==================== id_control_pipe
`src/rtl/ctrl_pkg.sv`:
```
// Shared definitions for the ID-stage control pipe: opcodes, ALU op codes,
// immediate formats, writeback encodings, the control bundle and the MD FSM state.
package ctrl_pkg;

    // Internal ALU code width; the top zero-extends to its ALUOP_W parameter.
    localparam int ALU_CODE_W = 5;

    // RV32 base opcodes (instruction bits [6:0]).
    localparam logic [6:0] OP_NOP    = 7'b0000000;
    localparam logic [6:0] OP_R      = 7'b0110011;
    localparam logic [6:0] OP_IMM    = 7'b0010011;
    localparam logic [6:0] OP_LOAD   = 7'b0000011;
    localparam logic [6:0] OP_STORE  = 7'b0100011;
    localparam logic [6:0] OP_BRANCH = 7'b1100011;
    localparam logic [6:0] OP_JALR   = 7'b1100111;
    localparam logic [6:0] OP_JAL    = 7'b1101111;
    localparam logic [6:0] OP_AUIPC  = 7'b0010111;
    localparam logic [6:0] OP_LUI    = 7'b0110111;

    // ALU operation codes. M-extension ops occupy 8..15 so that they can be
    // built directly from funct3 as {2'b01, funct3}.
    typedef enum logic [ALU_CODE_W-1:0] {
        ALU_ADD    = 5'd0,
        ALU_SUB    = 5'd1,
        ALU_AND    = 5'd2,
        ALU_OR     = 5'd3,
        ALU_XOR    = 5'd4,
        ALU_SLL    = 5'd5,
        ALU_SRL    = 5'd6,
        ALU_SRA    = 5'd7,
        ALU_MUL    = 5'd8,
        ALU_MULH   = 5'd9,
        ALU_MULHSU = 5'd10,
        ALU_MULHU  = 5'd11,
        ALU_DIV    = 5'd12,
        ALU_DIVU   = 5'd13,
        ALU_REM    = 5'd14,
        ALU_REMU   = 5'd15,
        ALU_SLT    = 5'd16,
        ALU_SLTU   = 5'd17
    } alu_op_e;

    // Immediate format selector for the immediate generator.
    typedef enum logic [2:0] {
        IMM_I = 3'd0,
        IMM_S = 3'd1,
        IMM_B = 3'd2,
        IMM_U = 3'd3,
        IMM_J = 3'd4
    } imm_sel_e;

    // Writeback mux (MUX3) encodings.
    localparam logic [1:0] WB_IMM = 2'b00;
    localparam logic [1:0] WB_ALU = 2'b01;
    localparam logic [1:0] WB_PC4 = 2'b10;

    // Datapath control bundle held in the ID/EX register.
    typedef struct packed {
        logic       mux1;
        logic       mux2;
        logic [1:0] mux3;
        logic       mux4;
        logic       memread;
        logic       memwrite;
        logic       branch;
        logic       jump;
        logic       we;
        alu_op_e    aluop;
        imm_sel_e   imm_sel;
    } ctrl_t;

    // Full decoder result: bundle plus classification flags.
    typedef struct packed {
        ctrl_t ctrl;
        logic  illegal;
        logic  is_mul;
        logic  is_div;
    } dec_t;

    // Multi-cycle sequencer states.
    typedef enum logic {
        IDLE    = 1'b0,
        MD_WAIT = 1'b1
    } md_state_e;

    // Shared funct3 -> ALU op mapping for register and immediate ALU forms.
    // 'alt' is instruction bit 30; it selects SRA always, and SUB only when
    // allow_sub is set (ADDI has no subtract form).
    function automatic alu_op_e alu_fn(input logic [2:0] funct3,
                                       input logic       alt,
                                       input logic       allow_sub);
        alu_op_e op;
        op = ALU_ADD;
        case (funct3)
            3'b000: if (alt && allow_sub) op = ALU_SUB;
                    else                  op = ALU_ADD;
            3'b001: op = ALU_SLL;
            3'b010: op = ALU_SLT;
            3'b011: op = ALU_SLTU;
            3'b100: op = ALU_XOR;
            3'b101: if (alt) op = ALU_SRA;
                    else     op = ALU_SRL;
            3'b110: op = ALU_OR;
            3'b111: op = ALU_AND;
            default: op = ALU_ADD;
        endcase
        return op;
    endfunction

endpackage

```
`src/rtl/md_seq.sv`:
```
// Multi-cycle M-extension sequencer: tracks how long a MUL/DIV-class op
// keeps EX occupied and raises busy for (latency - 1) cycles after issue.
module md_seq
    import ctrl_pkg::*;
#(
    parameter int MUL_LAT = 2,
    parameter int DIV_LAT = 8
) (
    input  logic clk,
    input  logic reset,
    input  logic start_mul,
    input  logic start_div,
    output logic busy
);

    localparam int MAX_LAT = (MUL_LAT > DIV_LAT) ? MUL_LAT : DIV_LAT;
    localparam int CNT_W   = $clog2(MAX_LAT + 1);

    // Remaining busy cycles after the issue cycle.
    localparam logic [CNT_W-1:0] MUL_CNT = CNT_W'(MUL_LAT - 1);
    localparam logic [CNT_W-1:0] DIV_CNT = CNT_W'(DIV_LAT - 1);

    md_state_e        state_q;
    logic [CNT_W-1:0] cnt_q;
    logic             busy_q;

    // FSM with counter and registered busy flag; a zero load count never leaves IDLE.
    always_ff @(posedge clk) begin
        // NOTE: sequential state uses non-blocking (<=) so every register samples
        // pre-edge values; blocking here would create order-dependent races.
        if (reset) begin
            state_q <= IDLE;
            cnt_q   <= '0;
            busy_q  <= 1'b0;
        end else begin
            case (state_q)
                IDLE: begin
                    if (start_mul && (MUL_CNT != '0)) begin
                        state_q <= MD_WAIT;
                        cnt_q   <= MUL_CNT;
                        busy_q  <= 1'b1;
                    end else if (start_div && (DIV_CNT != '0)) begin
                        state_q <= MD_WAIT;
                        cnt_q   <= DIV_CNT;
                        busy_q  <= 1'b1;
                    end else begin
                        busy_q  <= 1'b0;
                    end
                end
                MD_WAIT: begin
                    if (cnt_q <= CNT_W'(1)) begin
                        state_q <= IDLE;
                        cnt_q   <= '0;
                        busy_q  <= 1'b0;
                    end else begin
                        cnt_q   <= cnt_q - 1'b1;
                    end
                end
                default: begin
                    state_q <= IDLE;
                    cnt_q   <= '0;
                    busy_q  <= 1'b0;
                end
            endcase
        end
    end

    assign busy = busy_q;

endmodule

```
`src/rtl/id_control_pipe.sv`:
```
// Registered RV32IM decode stage: decodes one instruction per cycle into the
// datapath control bundle, holds it in the ID/EX register, and handles
// valid/ready, stall, flush and multi-cycle M-op back-pressure.
module id_control_pipe
    import ctrl_pkg::*;
#(
    parameter int ALUOP_W  = 5,
    parameter int ENABLE_M = 1,
    parameter int MUL_LAT  = 2,
    parameter int DIV_LAT  = 8
) (
    input  logic               CLK,
    input  logic               RESET,
    input  logic [31:0]        INSTRUCTION,
    input  logic               IN_VALID,
    output logic               IN_READY,
    input  logic               STALL_IN,
    input  logic               FLUSH,
    output logic               OUT_VALID,
    output logic               MUX1_SELECT,
    output logic               MUX2_SELECT,
    output logic [1:0]         MUX3_SELECT,
    output logic               MUX4_SELECT,
    output logic               MEMREAD,
    output logic               MEMWRITE,
    output logic               BRANCH,
    output logic               JUMP,
    output logic               WRITEENABLE,
    output logic [ALUOP_W-1:0] ALUOP,
    output logic [2:0]         IMM_SEL,
    output logic               MD_BUSY,
    output logic               ILLEGAL
);

    // Pure decode of the fields that matter; unused fields stay zero.
    function automatic dec_t decode_instr(input logic [6:0] opcode,
                                          input logic [2:0] funct3,
                                          input logic       f7_30,
                                          input logic       f7_25,
                                          input logic       en_m);
        dec_t d;
        // NOTE: clear the whole result before the case so no path leaves a
        // field unassigned -- that is what keeps the comb logic latch- and X-free.
        d = '0;
        case (opcode)
            OP_NOP: begin
            end
            OP_R: begin
                if (f7_25 && !en_m) begin
                    d.illegal = 1'b1;
                end else begin
                    d.ctrl.mux2 = 1'b1;
                    d.ctrl.mux3 = WB_ALU;
                    d.ctrl.we   = 1'b1;
                    if (f7_25) begin
                        d.ctrl.aluop = alu_op_e'({2'b01, funct3});
                        d.is_mul     = !funct3[2];
                        d.is_div     = funct3[2];
                    end else begin
                        d.ctrl.aluop = alu_fn(funct3, f7_30, 1'b1);
                    end
                end
            end
            OP_IMM: begin
                d.ctrl.mux3    = WB_ALU;
                d.ctrl.we      = 1'b1;
                d.ctrl.aluop   = alu_fn(funct3, f7_30, 1'b0);
                d.ctrl.imm_sel = IMM_I;
            end
            OP_LOAD: begin
                d.ctrl.mux4    = 1'b1;
                d.ctrl.mux3    = WB_ALU;
                d.ctrl.we      = 1'b1;
                d.ctrl.memread = 1'b1;
                d.ctrl.aluop   = ALU_ADD;
                d.ctrl.imm_sel = IMM_I;
            end
            OP_STORE: begin
                d.ctrl.mux4     = 1'b1;
                d.ctrl.memwrite = 1'b1;
                d.ctrl.aluop    = ALU_ADD;
                d.ctrl.imm_sel  = IMM_S;
            end
            OP_BRANCH: begin
                d.ctrl.mux2    = 1'b1;
                d.ctrl.branch  = 1'b1;
                d.ctrl.aluop   = ALU_SUB;
                d.ctrl.imm_sel = IMM_B;
            end
            OP_JALR: begin
                d.ctrl.mux3    = WB_PC4;
                d.ctrl.we      = 1'b1;
                d.ctrl.jump    = 1'b1;
                d.ctrl.aluop   = ALU_ADD;
                d.ctrl.imm_sel = IMM_I;
            end
            OP_JAL: begin
                d.ctrl.mux1    = 1'b1;
                d.ctrl.mux3    = WB_PC4;
                d.ctrl.we      = 1'b1;
                d.ctrl.jump    = 1'b1;
                d.ctrl.aluop   = ALU_ADD;
                d.ctrl.imm_sel = IMM_J;
            end
            OP_AUIPC: begin
                d.ctrl.mux1    = 1'b1;
                d.ctrl.mux3    = WB_ALU;
                d.ctrl.we      = 1'b1;
                d.ctrl.aluop   = ALU_ADD;
                d.ctrl.imm_sel = IMM_U;
            end
            OP_LUI: begin
                d.ctrl.mux3    = WB_IMM;
                d.ctrl.we      = 1'b1;
                d.ctrl.aluop   = ALU_ADD;
                d.ctrl.imm_sel = IMM_U;
            end
            default: begin
                d.illegal = 1'b1;
            end
        endcase
        return d;
    endfunction

    dec_t  dec;
    ctrl_t ctrl_q, ctrl_d;
    logic  valid_q, valid_d;
    logic  illegal_q, illegal_d;
    logic  md_busy;
    logic  accept;
    logic  take;
    logic  start_mul;
    logic  start_div;
    logic  unused_instr;

    // Bits the control decode never looks at (register indices, immediates).
    assign unused_instr = ^{INSTRUCTION[31], INSTRUCTION[29:26],
                            INSTRUCTION[24:15], INSTRUCTION[11:7]};

    // Combinational decode of the current IF/ID instruction.
    always_comb begin
        dec = decode_instr(INSTRUCTION[6:0], INSTRUCTION[14:12],
                           INSTRUCTION[30], INSTRUCTION[25], ENABLE_M != 0);
    end

    assign IN_READY  = !md_busy && !STALL_IN;
    assign accept    = IN_VALID && IN_READY;
    // A flushed instruction is dropped entirely: it neither issues nor starts the sequencer.
    assign take      = accept && !FLUSH;
    assign start_mul = take && dec.is_mul;
    assign start_div = take && dec.is_div;

    md_seq #(
        .MUL_LAT (MUL_LAT),
        .DIV_LAT (DIV_LAT)
    ) u_md_seq (
        .clk       (CLK),
        .reset     (RESET),
        .start_mul (start_mul),
        .start_div (start_div),
        .busy      (md_busy)
    );

    // Next ID/EX contents: flush beats stall beats accept; otherwise a bubble.
    always_comb begin
        ctrl_d    = ctrl_q;
        valid_d   = valid_q;
        illegal_d = 1'b0;
        if (FLUSH) begin
            ctrl_d  = '0;
            valid_d = 1'b0;
        end else if (!STALL_IN) begin
            if (accept) begin
                ctrl_d    = dec.ctrl;
                valid_d   = 1'b1;
                illegal_d = dec.illegal;
            end else begin
                ctrl_d  = '0;
                valid_d = 1'b0;
            end
        end
    end

    // ID/EX pipeline register.
    always_ff @(posedge CLK) begin
        if (RESET) begin
            ctrl_q    <= '0;
            valid_q   <= 1'b0;
            illegal_q <= 1'b0;
        end else begin
            ctrl_q    <= ctrl_d;
            valid_q   <= valid_d;
            illegal_q <= illegal_d;
        end
    end

    assign OUT_VALID   = valid_q;
    assign MUX1_SELECT = ctrl_q.mux1;
    assign MUX2_SELECT = ctrl_q.mux2;
    assign MUX3_SELECT = ctrl_q.mux3;
    assign MUX4_SELECT = ctrl_q.mux4;
    assign MEMREAD     = ctrl_q.memread;
    assign MEMWRITE    = ctrl_q.memwrite;
    assign BRANCH      = ctrl_q.branch;
    assign JUMP        = ctrl_q.jump;
    assign WRITEENABLE = ctrl_q.we;
    assign ALUOP       = ALUOP_W'(ctrl_q.aluop);
    assign IMM_SEL     = ctrl_q.imm_sel;
    assign MD_BUSY     = md_busy;
    assign ILLEGAL     = illegal_q;

endmodule

```
`config.mk`:
```
export PLATFORM = sky130hd
export DESIGN_NAME = id_control_pipe
export DESIGN_NICKNAME = d
export VERILOG_FILES = /design/src/rtl/ctrl_pkg.sv /design/src/rtl/md_seq.sv /design/src/rtl/id_control_pipe.sv
export SDC_FILE = /design/constraint.sdc
export NUM_CORES = 1
export LEC_CHECK = 0
export ABC_AREA = 1
export ABC_CLOCK_PERIOD_IN_PS = 3310
export CAP_MARGIN = 20
export CORE_ASPECT_RATIO = 1.25
export CORE_MARGIN = 8
export CORE_UTILIZATION = 45
export CTS_CLUSTER_DIAMETER = 50
export CTS_CLUSTER_SIZE = 25
export DETAILED_ROUTE_END_ITERATION = 8
export GPL_TIMING_DRIVEN = 0
export PLACE_DENSITY = 0.86
export SYNTH_ARGS = -nofsm -noshare
export SYNTH_HDL_FRONTEND = slang
export SYNTH_SLANG_ARGS = --single-unit
```
`constraint.sdc`:
```
create_clock -name CLK -period 3.31 [get_ports CLK]
set_input_delay 0.4965 -clock CLK [delete_from_list [all_inputs] [get_ports CLK]]
set_output_delay 0.4965 -clock CLK [all_outputs]
set_load 0.02 [all_outputs]
```
Fig. 1: id_control_pipe, cells coloured by class
The bar under the picture is 20 um long. Fill, decap, tap and diode cells in grey.
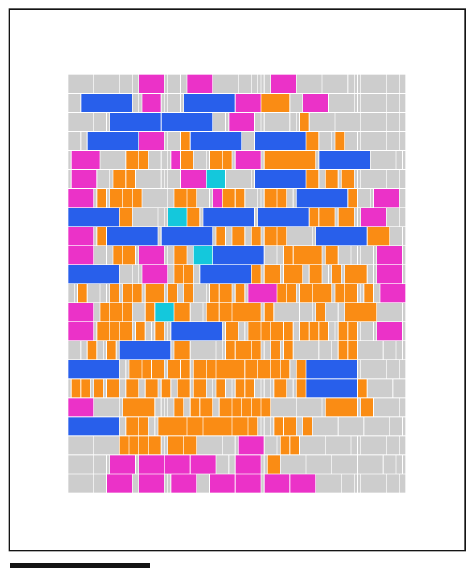
legend:
  orange:
    class: remaining logic cells
    cells: 164
  cyan:
    class: clock drivers and dummy loads
    cells: 4
  blue:
    class: registers
    cells: 25
  magenta:
    class: remaining buffers and delay cells
    cells: 42

Fig. 2: id_control_pipe, where the registers sit
The bar under the picture is 20 um long. Other sequential cells in the stronger grey, the rest of the logic in the fainter grey.
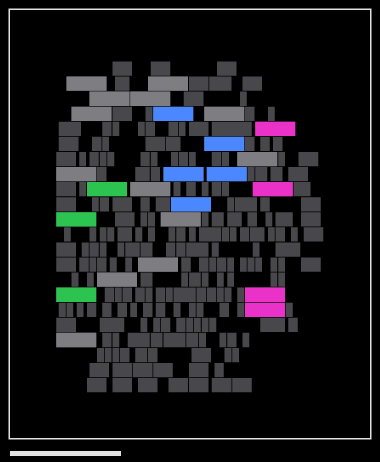
legend:
  blue:
    name_in_the_netlist: ALUOP
    sequential_cells: 5
  green:
    name_in_the_netlist: IMM_SEL
    sequential_cells: 3
  magenta:
    name_in_the_netlist: u_md_seq.cnt_q
    sequential_cells: 4
    where: middle right
not coloured: 13

==> job_summary.md <==
### Metrics collected by this job

| Metric | Value |
|---|---|
| Post-layout min period | `1.93 ns` |
| Vias post-DR | `1,323` |
| Met2 wire len | `1.86 mm` |
| Drt via density | `4.88` |
| Most frequent cells after synthesis | `47 x nand2_1, 25 x dfxtp_1, 22 x a21oi_1, 21 x inv_1, 19 x nor2_1` |
| Run status | `finished, final reports clean` |
| Diode count | `0` |
| Top fanout value on the critical path | `3` |
| DR pass1 iterations | `4` |
| Gr ovfl total | `0` |
| Iteration-0 DRC Markers | `45` |
| Largest net degree at the start of global routing | `16` |
| Syn Inst Count | `194` |
| Worst VDD drop | `273 uV` |
| # Post-CTS Setup Buffers | `0` |
| Routed WL | `3.44 mm` |
| Fin util | `0.621` |
| P per Cell Area | `286 mW/mm^2` |
| Row count | `22` |
| Top-count cell post-synth | `nand2_1` |
| Tool warnings | `47` |
| Yosys cell count | `194` |
| Top Layer Used | `met4` |
Fig. 3: id_control_pipe, routing congestion
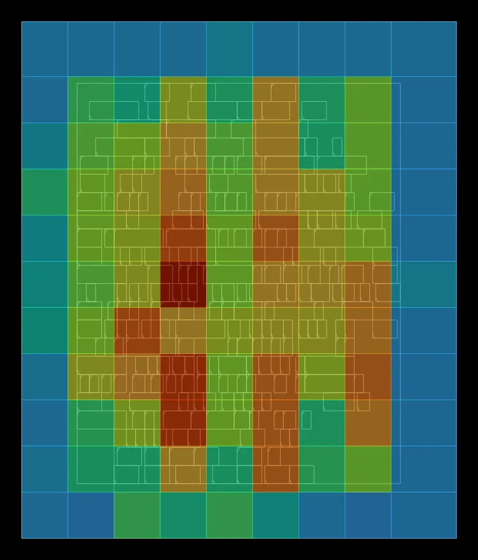
Global Route Usage Sum: 0.134
M1 GR Usage: 0.142

## area by class of cell
type | instances | area, sq um
fill | 284 | 1100
multi-input combinational | 141 | 724
sequential | 25 | 500
timing repair buffer | 37 | 370
inverter | 23 | 86.3
tap | 36 | 45.0
buffer | 5 | 37.5
clock buffer | 3 | 22.5
clock inverter | 1 | 7.51
## power groups by stage
stage | Sequential, mW | Clock, mW | Combinational (mW)
detailed placement | 0.309 | 0 | 0.0701
global placement | 0.309 | 0 | 0.0693
finish | 0.303 | 0.140 | 0.0705
floorplan | 0.310 | 0 | 0.0338
CTS | 0.303 | 0.144 | 0.0703
global route | 0.303 | 0.157 | 0.0765
## sequential cells by signal, indices dropped and copies added (netlist names)
register / cells
ALUOP: 5
u_md_seq.cnt_q: 4
IMM_SEL: 3
MUX3_SELECT: 2
BRANCH: 1
ILLEGAL: 1
MEMREAD: 1
MEMWRITE: 1
MUX1_SELECT: 1
MUX2_SELECT: 1
MUX4_SELECT: 1
OUT_VALID: 1
WRITEENABLE: 1
u_md_seq.busy: 1
u_md_seq.state_q: 1

==================== conv_encoder_tx
Fig. 4: conv_encoder_tx, signal wires by layer
The bar under the picture is 20 um long. Two of the layers only.
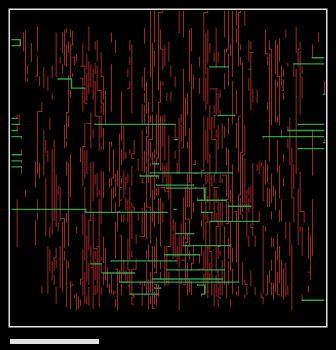
Fig. 5: conv_encoder_tx, cells coloured by class
The bar under the picture is 20 um long. Fill, decap, tap and diode cells in grey.
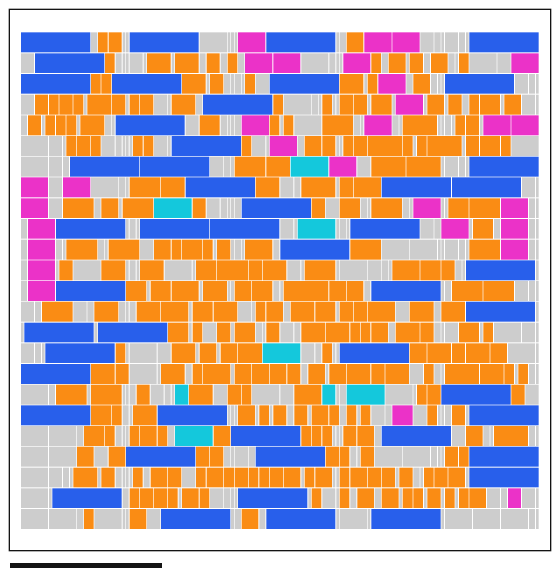
==> src/rtl/conv_encoder_tx.sv <==
// rtl/conv_encoder_tx.sv - rate-1/2 convolutional encoder with zero-tail frame termination
module conv_encoder_tx #(
  parameter int              K      = 9,
  parameter logic [K-1:0]    G0     = 9'o561,
  parameter logic [K-1:0]    G1     = 9'o753,
  parameter int              WD_LEN = 16
) (
  input  logic              clk,
  input  logic              rst_n,
  input  logic              start,
  input  logic [WD_LEN-1:0] frame_len,
  input  logic              in_valid,
  input  logic              in_bit,
  output logic              in_ready,
  output logic              out_valid,
  output logic [1:0]        out_symbol,
  input  logic              out_ready,
  output logic              out_last,
  output logic              busy,
  output logic              frame_done
);

  typedef enum logic [1:0] {
    S_IDLE,
    S_DATA,
    S_TAIL,
    S_DONE
  } state_t;

  state_t            state, state_n;
  logic [K-2:0]      sr, sr_n;
  logic [WD_LEN-1:0] cnt, cnt_n;
  logic [WD_LEN-1:0] len_q, len_n;
  logic              busy_n;
  logic              done_n;
  logic              load;
  logic              load_last;
  logic              slot_free;
  logic              enc_bit;
  logic [K-1:0]      v;
  logic              c0, c1;

  assign slot_free = !out_valid || out_ready;

  // Tail bits are zeros, so the encoder input is only live while in DATA.
  assign enc_bit = (state == S_DATA) ? in_bit : 1'b0;
  assign v       = {enc_bit, sr};
  assign c0      = ^(v & G0);
  assign c1      = ^(v & G1);

  always_comb begin
    state_n   = state;
    sr_n      = sr;
    cnt_n     = cnt;
    len_n     = len_q;
    busy_n    = busy;
    done_n    = 1'b0;
    load      = 1'b0;
    load_last = 1'b0;
    in_ready  = 1'b0;
    case (state)
      S_IDLE: begin
        // frame_done high means the previous frame closed this cycle; hold off one more cycle.
        if (start && !frame_done) begin
          len_n   = frame_len;
          sr_n    = '0;
          cnt_n   = '0;
          busy_n  = 1'b1;
          state_n = (frame_len != '0) ? S_DATA : S_TAIL;
        end
      end
      S_DATA: begin
        in_ready = slot_free;
        if (in_valid && slot_free) begin
          load = 1'b1;
          sr_n = {in_bit, sr[K-2:1]};
          if (cnt == len_q - 1'b1) begin
            cnt_n   = '0;
            state_n = S_TAIL;
          end else begin
            cnt_n = cnt + 1'b1;
          end
        end
      end
      S_TAIL: begin
        if (slot_free) begin
          load = 1'b1;
          sr_n = {1'b0, sr[K-2:1]};
          if (cnt == WD_LEN'(K - 2)) begin
            load_last = 1'b1;
            cnt_n     = '0;
            state_n   = S_DONE;
          end else begin
            cnt_n = cnt + 1'b1;
          end
        end
      end
      S_DONE: begin
        if (out_valid && out_ready && out_last) begin
          done_n  = 1'b1;
          busy_n  = 1'b0;
          sr_n    = '0;
          state_n = S_IDLE;
        end
      end
      default: state_n = S_IDLE;
    endcase
  end

  always_ff @(posedge clk or negedge rst_n) begin
    if (!rst_n) begin
      state      <= S_IDLE;
      sr         <= '0;
      cnt        <= '0;
      len_q      <= '0;
      busy       <= 1'b0;
      frame_done <= 1'b0;
    end else begin
      state      <= state_n;
      sr         <= sr_n;
      cnt        <= cnt_n;
      len_q      <= len_n;
      busy       <= busy_n;
      frame_done <= done_n;
    end
  end

  // Single-entry output register; symbol and last hold while stalled.
  always_ff @(posedge clk or negedge rst_n) begin
    if (!rst_n) begin
      out_valid  <= 1'b0;
      out_symbol <= 2'b00;
      out_last   <= 1'b0;
    end else if (load) begin
      out_valid  <= 1'b1;
      out_symbol <= {c1, c0};
      out_last   <= load_last;
    end else if (out_ready) begin
      out_valid <= 1'b0;
      out_last  <= 1'b0;
    end
  end

endmodule

==> config.mk <==
export PLATFORM = sky130hd
export DESIGN_NAME = conv_encoder_tx
export DESIGN_NICKNAME = d
export VERILOG_FILES = /design/src/rtl/conv_encoder_tx.sv
export SDC_FILE = /design/constraint.sdc
export NUM_CORES = 1
export LEC_CHECK = 0
export CORE_UTILIZATION = 62
export CTS_BUF_LIST = sky130_fd_sc_hd__clkbuf_8 sky130_fd_sc_hd__clkbuf_16
export CTS_CLUSTER_SIZE = 20
export DETAILED_ROUTE_END_ITERATION = 10
export MAX_ROUTING_LAYER = met4
export PLACE_DENSITY_LB_ADDON = 0.08
export SYNTH_ARGS = -nofsm -noshare
export SYNTH_HDL_FRONTEND = slang
export SYNTH_SLANG_ARGS = --single-unit
export TNS_END_PERCENT = 5
==> constraint.sdc <==
create_clock -name clk -period 5.75 [get_ports clk]
set_clock_uncertainty 0.15 [all_clocks]
set_input_delay 1.4375 -clock clk [delete_from_list [all_inputs] [get_ports clk]]
set_output_delay 1.4375 -clock clk [all_outputs]
set_load 0.02 [all_outputs]
==> job_summary.md <==
### Metrics collected by this job

| Metric | Value |
|---|---|
| Worst path buffer plus inverter count | `2` |
| Number of port buffers | `28` |
| Internal power | `582 uW` |
| Clock latency on the worst-skew pair | `0.30 ns` |
| Largest net degree at the start of global routing | `49` |
| Initial antenna violation count | `0` |
| Fin. Hold Viols | `0` |
| TritonCTS clock tree | `yes` |
| Seq pwr share | `0.506` |
| Flops after synth | `48` |
| Row count | `24` |
| Fin util | `0.752` |
| FF-to-FF path depth | `9` |
| Run status | `finished, final reports clean` |
| Final setup margin | `1.29 ns` |
| Die H | `70.9 um` |
| Crit path launch type | `input port` |
| Top cell category | `logic gates` |
| Synth warn | `0` |
| Largest stage delay, worst path | `0.59 ns` |
| # Post-CTS Setup Buffers | `0` |
| HP Start | `out_symbol[1]$_DFFE_PN0P_` |
| Most frequent CP cell | `clkdlybuf4s50_1` |
| Non-filler instance count after layout | `404` |
## Picture notes: Fig. 4
legend:
  green:
    layer: M3
    wire_length: 316 um
  red:
    layer: M2
    wire_length: 2,980 um

## Picture notes: Fig. 5
legend:
  blue:
    class: registers
    cells: 48
  cyan:
    class: clock drivers and dummy loads
    cells: 8
  orange:
    class: remaining logic cells
    cells: 267
  magenta:
    class: remaining buffers and delay cells
    cells: 29

metrics by stage:
| stage | hold slack (ns) | total power [mW] | cell area (sq um) |
|---|---|---|---|
| global placement | 0.313 | 0.680 | 3250 |
| CTS | 0.344 | 0.898 | 3340 |
| finish | 0.344 | 0.901 | 3340 |
| floorplan | 0.300 | 0.615 | 2940 |
| global route | 0.367 | 0.949 | 3340 |
| detailed placement | 0.324 | 0.689 | 3250 |
state kept, by name (all words and copies together) (netlist names):
| register | count |
|---|---|
| cnt | 16 |
| len_q | 16 |
| sr | 8 |
| out_symbol | 2 |
| state | 2 |
| busy | 1 |
| frame_done | 1 |
| out_last | 1 |
| out_valid | 1 |
worst reg2reg max path: cells and delay by family (launching register included):
kind                     cells  cell delay, ns
adder cells (fa/ha/maj)      1            0.25
AND-OR/OR-AND                3            1.13
buffers and inverters        1            0.08
multiplexers                 1            0.13
AND/OR/NAND/NOR              3            1.56
flip-flops                   1            0.43
kinds of logic after synthesis:
group,share of synthesized area
simple gates,0.219
compound gates,0.148
buf+inv,0.0438
fa+ha+maj,0.0298
mux,0.0791
flops,0.408
xor+xnor,0.0714

==================== lc3b_scoreboard
`src/rtl/lc3b_scoreboard.sv`:
```
// Issue-to-writeback destination scoreboard for the LC-3b pipeline: per-register in-flight
// writer counters, a single outstanding-load tracker, and the decode stall decision.
module lc3b_scoreboard #(
   parameter int NREGS  = 8,
   parameter int MAXINF = 3
) (
   input  logic                     clk_i,
   input  logic                     rst_i,
   input  logic                     flush_i,
   input  logic                     issue_valid_i,
   input  logic                     issue_we_i,
   input  logic [$clog2(NREGS)-1:0] issue_dest_i,
   input  logic                     issue_is_load_i,
   input  logic                     src1_used_i,
   input  logic [$clog2(NREGS)-1:0] src1_i,
   input  logic                     src2_used_i,
   input  logic [$clog2(NREGS)-1:0] src2_i,
   input  logic                     load_done_i,
   input  logic                     wb_valid_i,
   input  logic                     wb_we_i,
   input  logic [$clog2(NREGS)-1:0] wb_dest_i,
   output logic                     stall_o,
   output logic [NREGS-1:0]         pending_o,
   output logic                     load_busy_o
);

   localparam int RW = $clog2(NREGS);
   localparam int CW = $clog2(MAXINF + 1);

   typedef enum logic {
      IDLE      = 1'b0,
      LOAD_PEND = 1'b1
   } state_t;

   state_t            state_q, state_d;
   logic [RW-1:0]     ld_dest_q, ld_dest_d;
   logic [CW-1:0]     cnt_q [NREGS];
   logic [CW-1:0]     cnt_d [NREGS];
   logic [NREGS-1:0]  pending_q, pending_d;
   logic [NREGS-1:0]  inc_s, dec_s;
   logic              load_wait_s, src_hit_s, sat_s, stall_s;
   logic              accept_s, retire_s, load_issue_s;

   // Stall decision: load-use, second load, or destination counter saturation
   always_comb begin
      load_wait_s = (state_q == LOAD_PEND) && !load_done_i;
      src_hit_s   = (src1_used_i && (src1_i == ld_dest_q)) ||
                    (src2_used_i && (src2_i == ld_dest_q));
      sat_s       = issue_valid_i && issue_we_i && (cnt_q[issue_dest_i] == CW'(MAXINF));
      if (flush_i) begin
         stall_s = 1'b0;
      end else begin
         stall_s = (load_wait_s && src_hit_s) ||
                   (load_wait_s && issue_valid_i && issue_is_load_i) ||
                   sat_s;
      end
      accept_s     = issue_valid_i && !stall_s;
      retire_s     = wb_valid_i && wb_we_i;
      load_issue_s = accept_s && issue_is_load_i && issue_we_i;
   end

   // Per-register counter next state; a retire against an empty counter is dropped
   always_comb begin
      for (int r = 0; r < NREGS; r++) begin
         inc_s[r] = accept_s && issue_we_i && (issue_dest_i == RW'(r));
         dec_s[r] = retire_s && (wb_dest_i == RW'(r)) && (cnt_q[r] != '0);
         if (flush_i) begin
            cnt_d[r] = '0;
         end else if (inc_s[r] && !dec_s[r]) begin
            cnt_d[r] = cnt_q[r] + CW'(1);
         end else if (dec_s[r] && !inc_s[r]) begin
            cnt_d[r] = cnt_q[r] - CW'(1);
         end else begin
            cnt_d[r] = cnt_q[r];
         end
         pending_d[r] = (cnt_d[r] != '0);
      end
   end

   // Load tracker next state; a load may issue in the very cycle the previous one completes
   always_comb begin
      state_d   = state_q;
      ld_dest_d = ld_dest_q;
      case (state_q)
         IDLE: begin
            if (load_issue_s) begin
               state_d   = LOAD_PEND;
               ld_dest_d = issue_dest_i;
            end else begin
               state_d   = IDLE;
            end
         end
         LOAD_PEND: begin
            if (load_issue_s) begin
               state_d   = LOAD_PEND;
               ld_dest_d = issue_dest_i;
            end else if (load_done_i) begin
               state_d   = IDLE;
            end else begin
               state_d   = LOAD_PEND;
            end
         end
         default: begin
            state_d = IDLE;
         end
      endcase
      if (flush_i) begin
         state_d = IDLE;
      end else begin
         state_d = state_d;
      end
   end

   // State registers
   always_ff @(posedge clk_i) begin
      if (rst_i) begin
         state_q   <= IDLE;
         ld_dest_q <= '0;
         pending_q <= '0;
         for (int r = 0; r < NREGS; r++) begin
            cnt_q[r] <= '0;
         end
      end else begin
         state_q   <= state_d;
         ld_dest_q <= ld_dest_d;
         pending_q <= pending_d;
         for (int r = 0; r < NREGS; r++) begin
            cnt_q[r] <= cnt_d[r];
         end
      end
   end

   assign stall_o     = stall_s;
   assign pending_o   = pending_q;
   assign load_busy_o = (state_q == LOAD_PEND);

endmodule

```
`config.mk`:
```
export PLATFORM = sky130hd
export DESIGN_NAME = lc3b_scoreboard
export DESIGN_NICKNAME = d
export VERILOG_FILES = /design/src/rtl/lc3b_scoreboard.sv
export SDC_FILE = /design/constraint.sdc
export NUM_CORES = 1
export LEC_CHECK = 0
export CAP_MARGIN = 20
export CORE_MARGIN = 8
export CORE_UTILIZATION = 57
export DETAILED_ROUTE_END_ITERATION = 10
export PLACE_DENSITY = 0.91
export SETUP_SLACK_MARGIN = 0.3
export SYNTH_ARGS = -nofsm -noshare
export SYNTH_HDL_FRONTEND = slang
export SYNTH_SLANG_ARGS = --single-unit
```
`constraint.sdc`:
```
create_clock -name clk_i -period 3.7 [get_ports clk_i]
set_input_delay 0.74 -clock clk_i [delete_from_list [all_inputs] [get_ports clk_i]]
set_output_delay 0.74 -clock clk_i [all_outputs]
set_load 0.005 [all_outputs]
```
==> job_summary.md <==
### Metrics collected by this job

| Metric | Value |
|---|---|
| Run status | `finished, final reports clean` |
| CP endpoint kind | `output port` |
| Clock sink count | `28` |
| DR pass1 iterations | `4` |
| R2R Path End | `cnt_q[5][1]$_SDFF_PP0_` |
| Setup-failing EPs final | `0` |
| Worst reg-to-reg setup slack | `1.61 ns` |
| Critical path type | `input port to output port` |
| Final Max Slew Viols | `0` |
| Yosys cell types | `47` |
| Crit path launch type | `input port` |
| Comb power frac | `0.141` |
| Synthesized area per cell | `8.32 sq um` |
| Largest register FFs | `16` |
| WHS | `0.493 ns` |
| Async S/R FF share, synth | `0` |
| Largest Register | `cnt_q` |
| P per Cell Area | `229 mW/mm^2` |
| CP top delay family | `buffers and inverters` |
| Clock power frac | `0.285` |
| Overall Power | `537 uW` |
| Worst VDD drop | `121 uV` |
[layout make-up]
class                      instances  area, sq um  area share
clock buffer                       4         36.3      0.0155
sequential                        28          561       0.239
timing repair buffer              36          355       0.151
multi-input combinational        175         1260       0.535
tap                               46         57.6      0.0245
inverter                          22         82.6      0.0352
[kinds of logic after synthesis]
family,count (synthesis),synth area share
compound gates,46,0.183
buf+inv,30,0.0684
mux,12,0.0639
xor+xnor,13,0.0587
fa+ha+maj,11,0.0671
simple gates,93,0.270
flops,28,0.289
[layout by cell type (no fill, tap or decap), types with 5 or more instances in the layout]
cell type / instances
nand2b_1: 5
nor2_1: 14
ha_1: 8
dfxtp_1: 28
xnor2_1: 13
inv_1: 22
nor3_1: 14
clkdlybuf4s50_1: 30
nand4_1: 6
nand2_1: 8
nand3_1: 15
a21oi_1: 11
nor4_1: 7
mux2i_1: 9
nand3b_1: 5
Fig. 6: lc3b_scoreboard, routing congestion
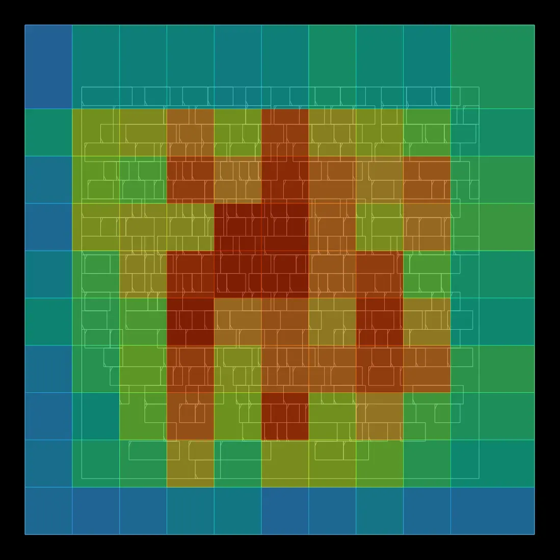
M2 GR Usage: 0.322
fin util: 0.709

Fig. 7: lc3b_scoreboard, cells coloured by class
The bar under the picture is 20 um long. Fill, decap, tap and diode cells in grey.
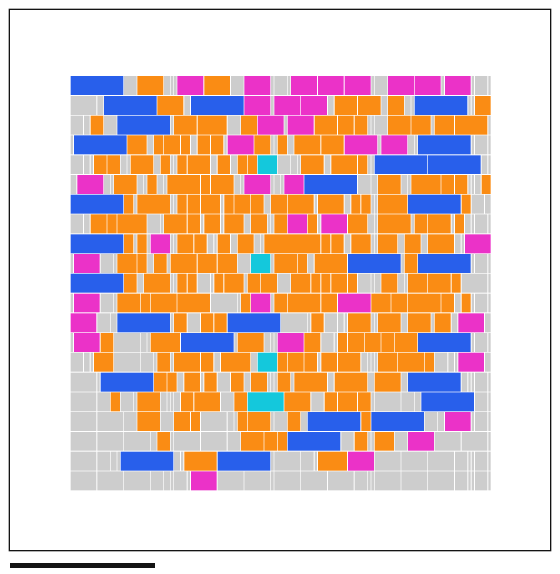
legend:
  orange:
    class: remaining logic cells
    cells: 197
  cyan:
    class: clock drivers and dummy loads
    cells: 4
  magenta:
    class: remaining buffers and delay cells
    cells: 36
  blue:
    class: registers
    cells: 28

Fig. 8: lc3b_scoreboard, where the registers sit
The bar under the picture is 20 um long. Other sequential cells in the stronger grey, the rest of the logic in the fainter grey.
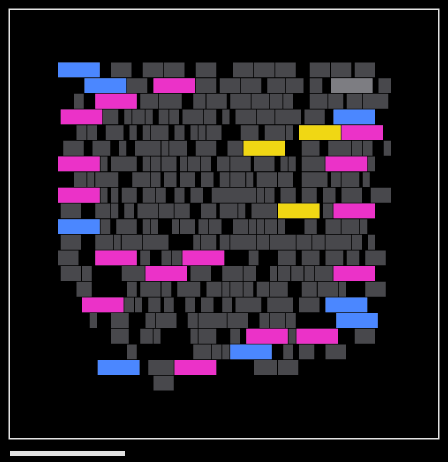
legend:
  yellow:
    name_in_the_netlist: ld_dest_q
    sequential_cells: 3
  blue:
    name_in_the_netlist: pending_o
    sequential_cells: 8
    where: widely spread
  magenta:
    name_in_the_netlist: cnt_q
    sequential_cells: 16
sequential share of cell area: 0.239
P_seq: 308 uW



==> screenshots <==
Cell area per tile.
image #1
7 x 7 tiles, from black (low) to pale yellow (high), 0 to 100% covered.
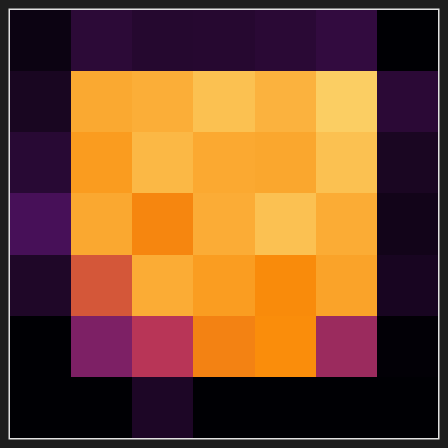
image #2
7 x 7 tiles, from black (low) to pale yellow (high), 0 to 100% covered.
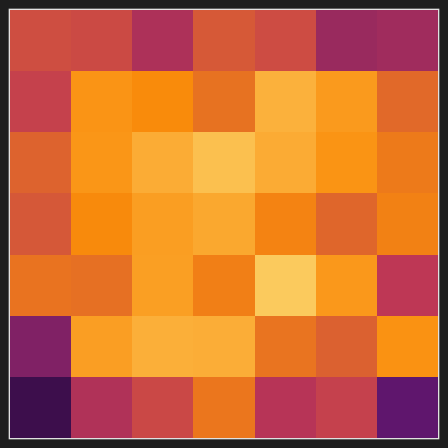
image #3
6 x 8 tiles, from black (low) to pale yellow (high), 0 to 100% covered.
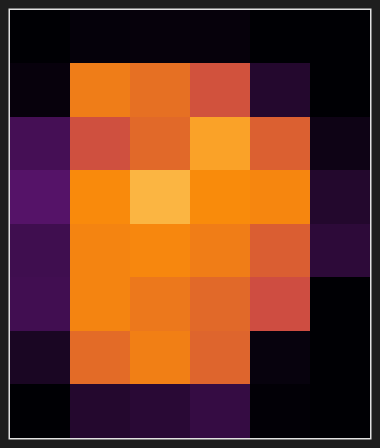
- id_control_pipe = image #3
- lc3b_scoreboard = image #1
- conv_encoder_tx = image #2

Power is estimated from default activity; no workload was simulated.
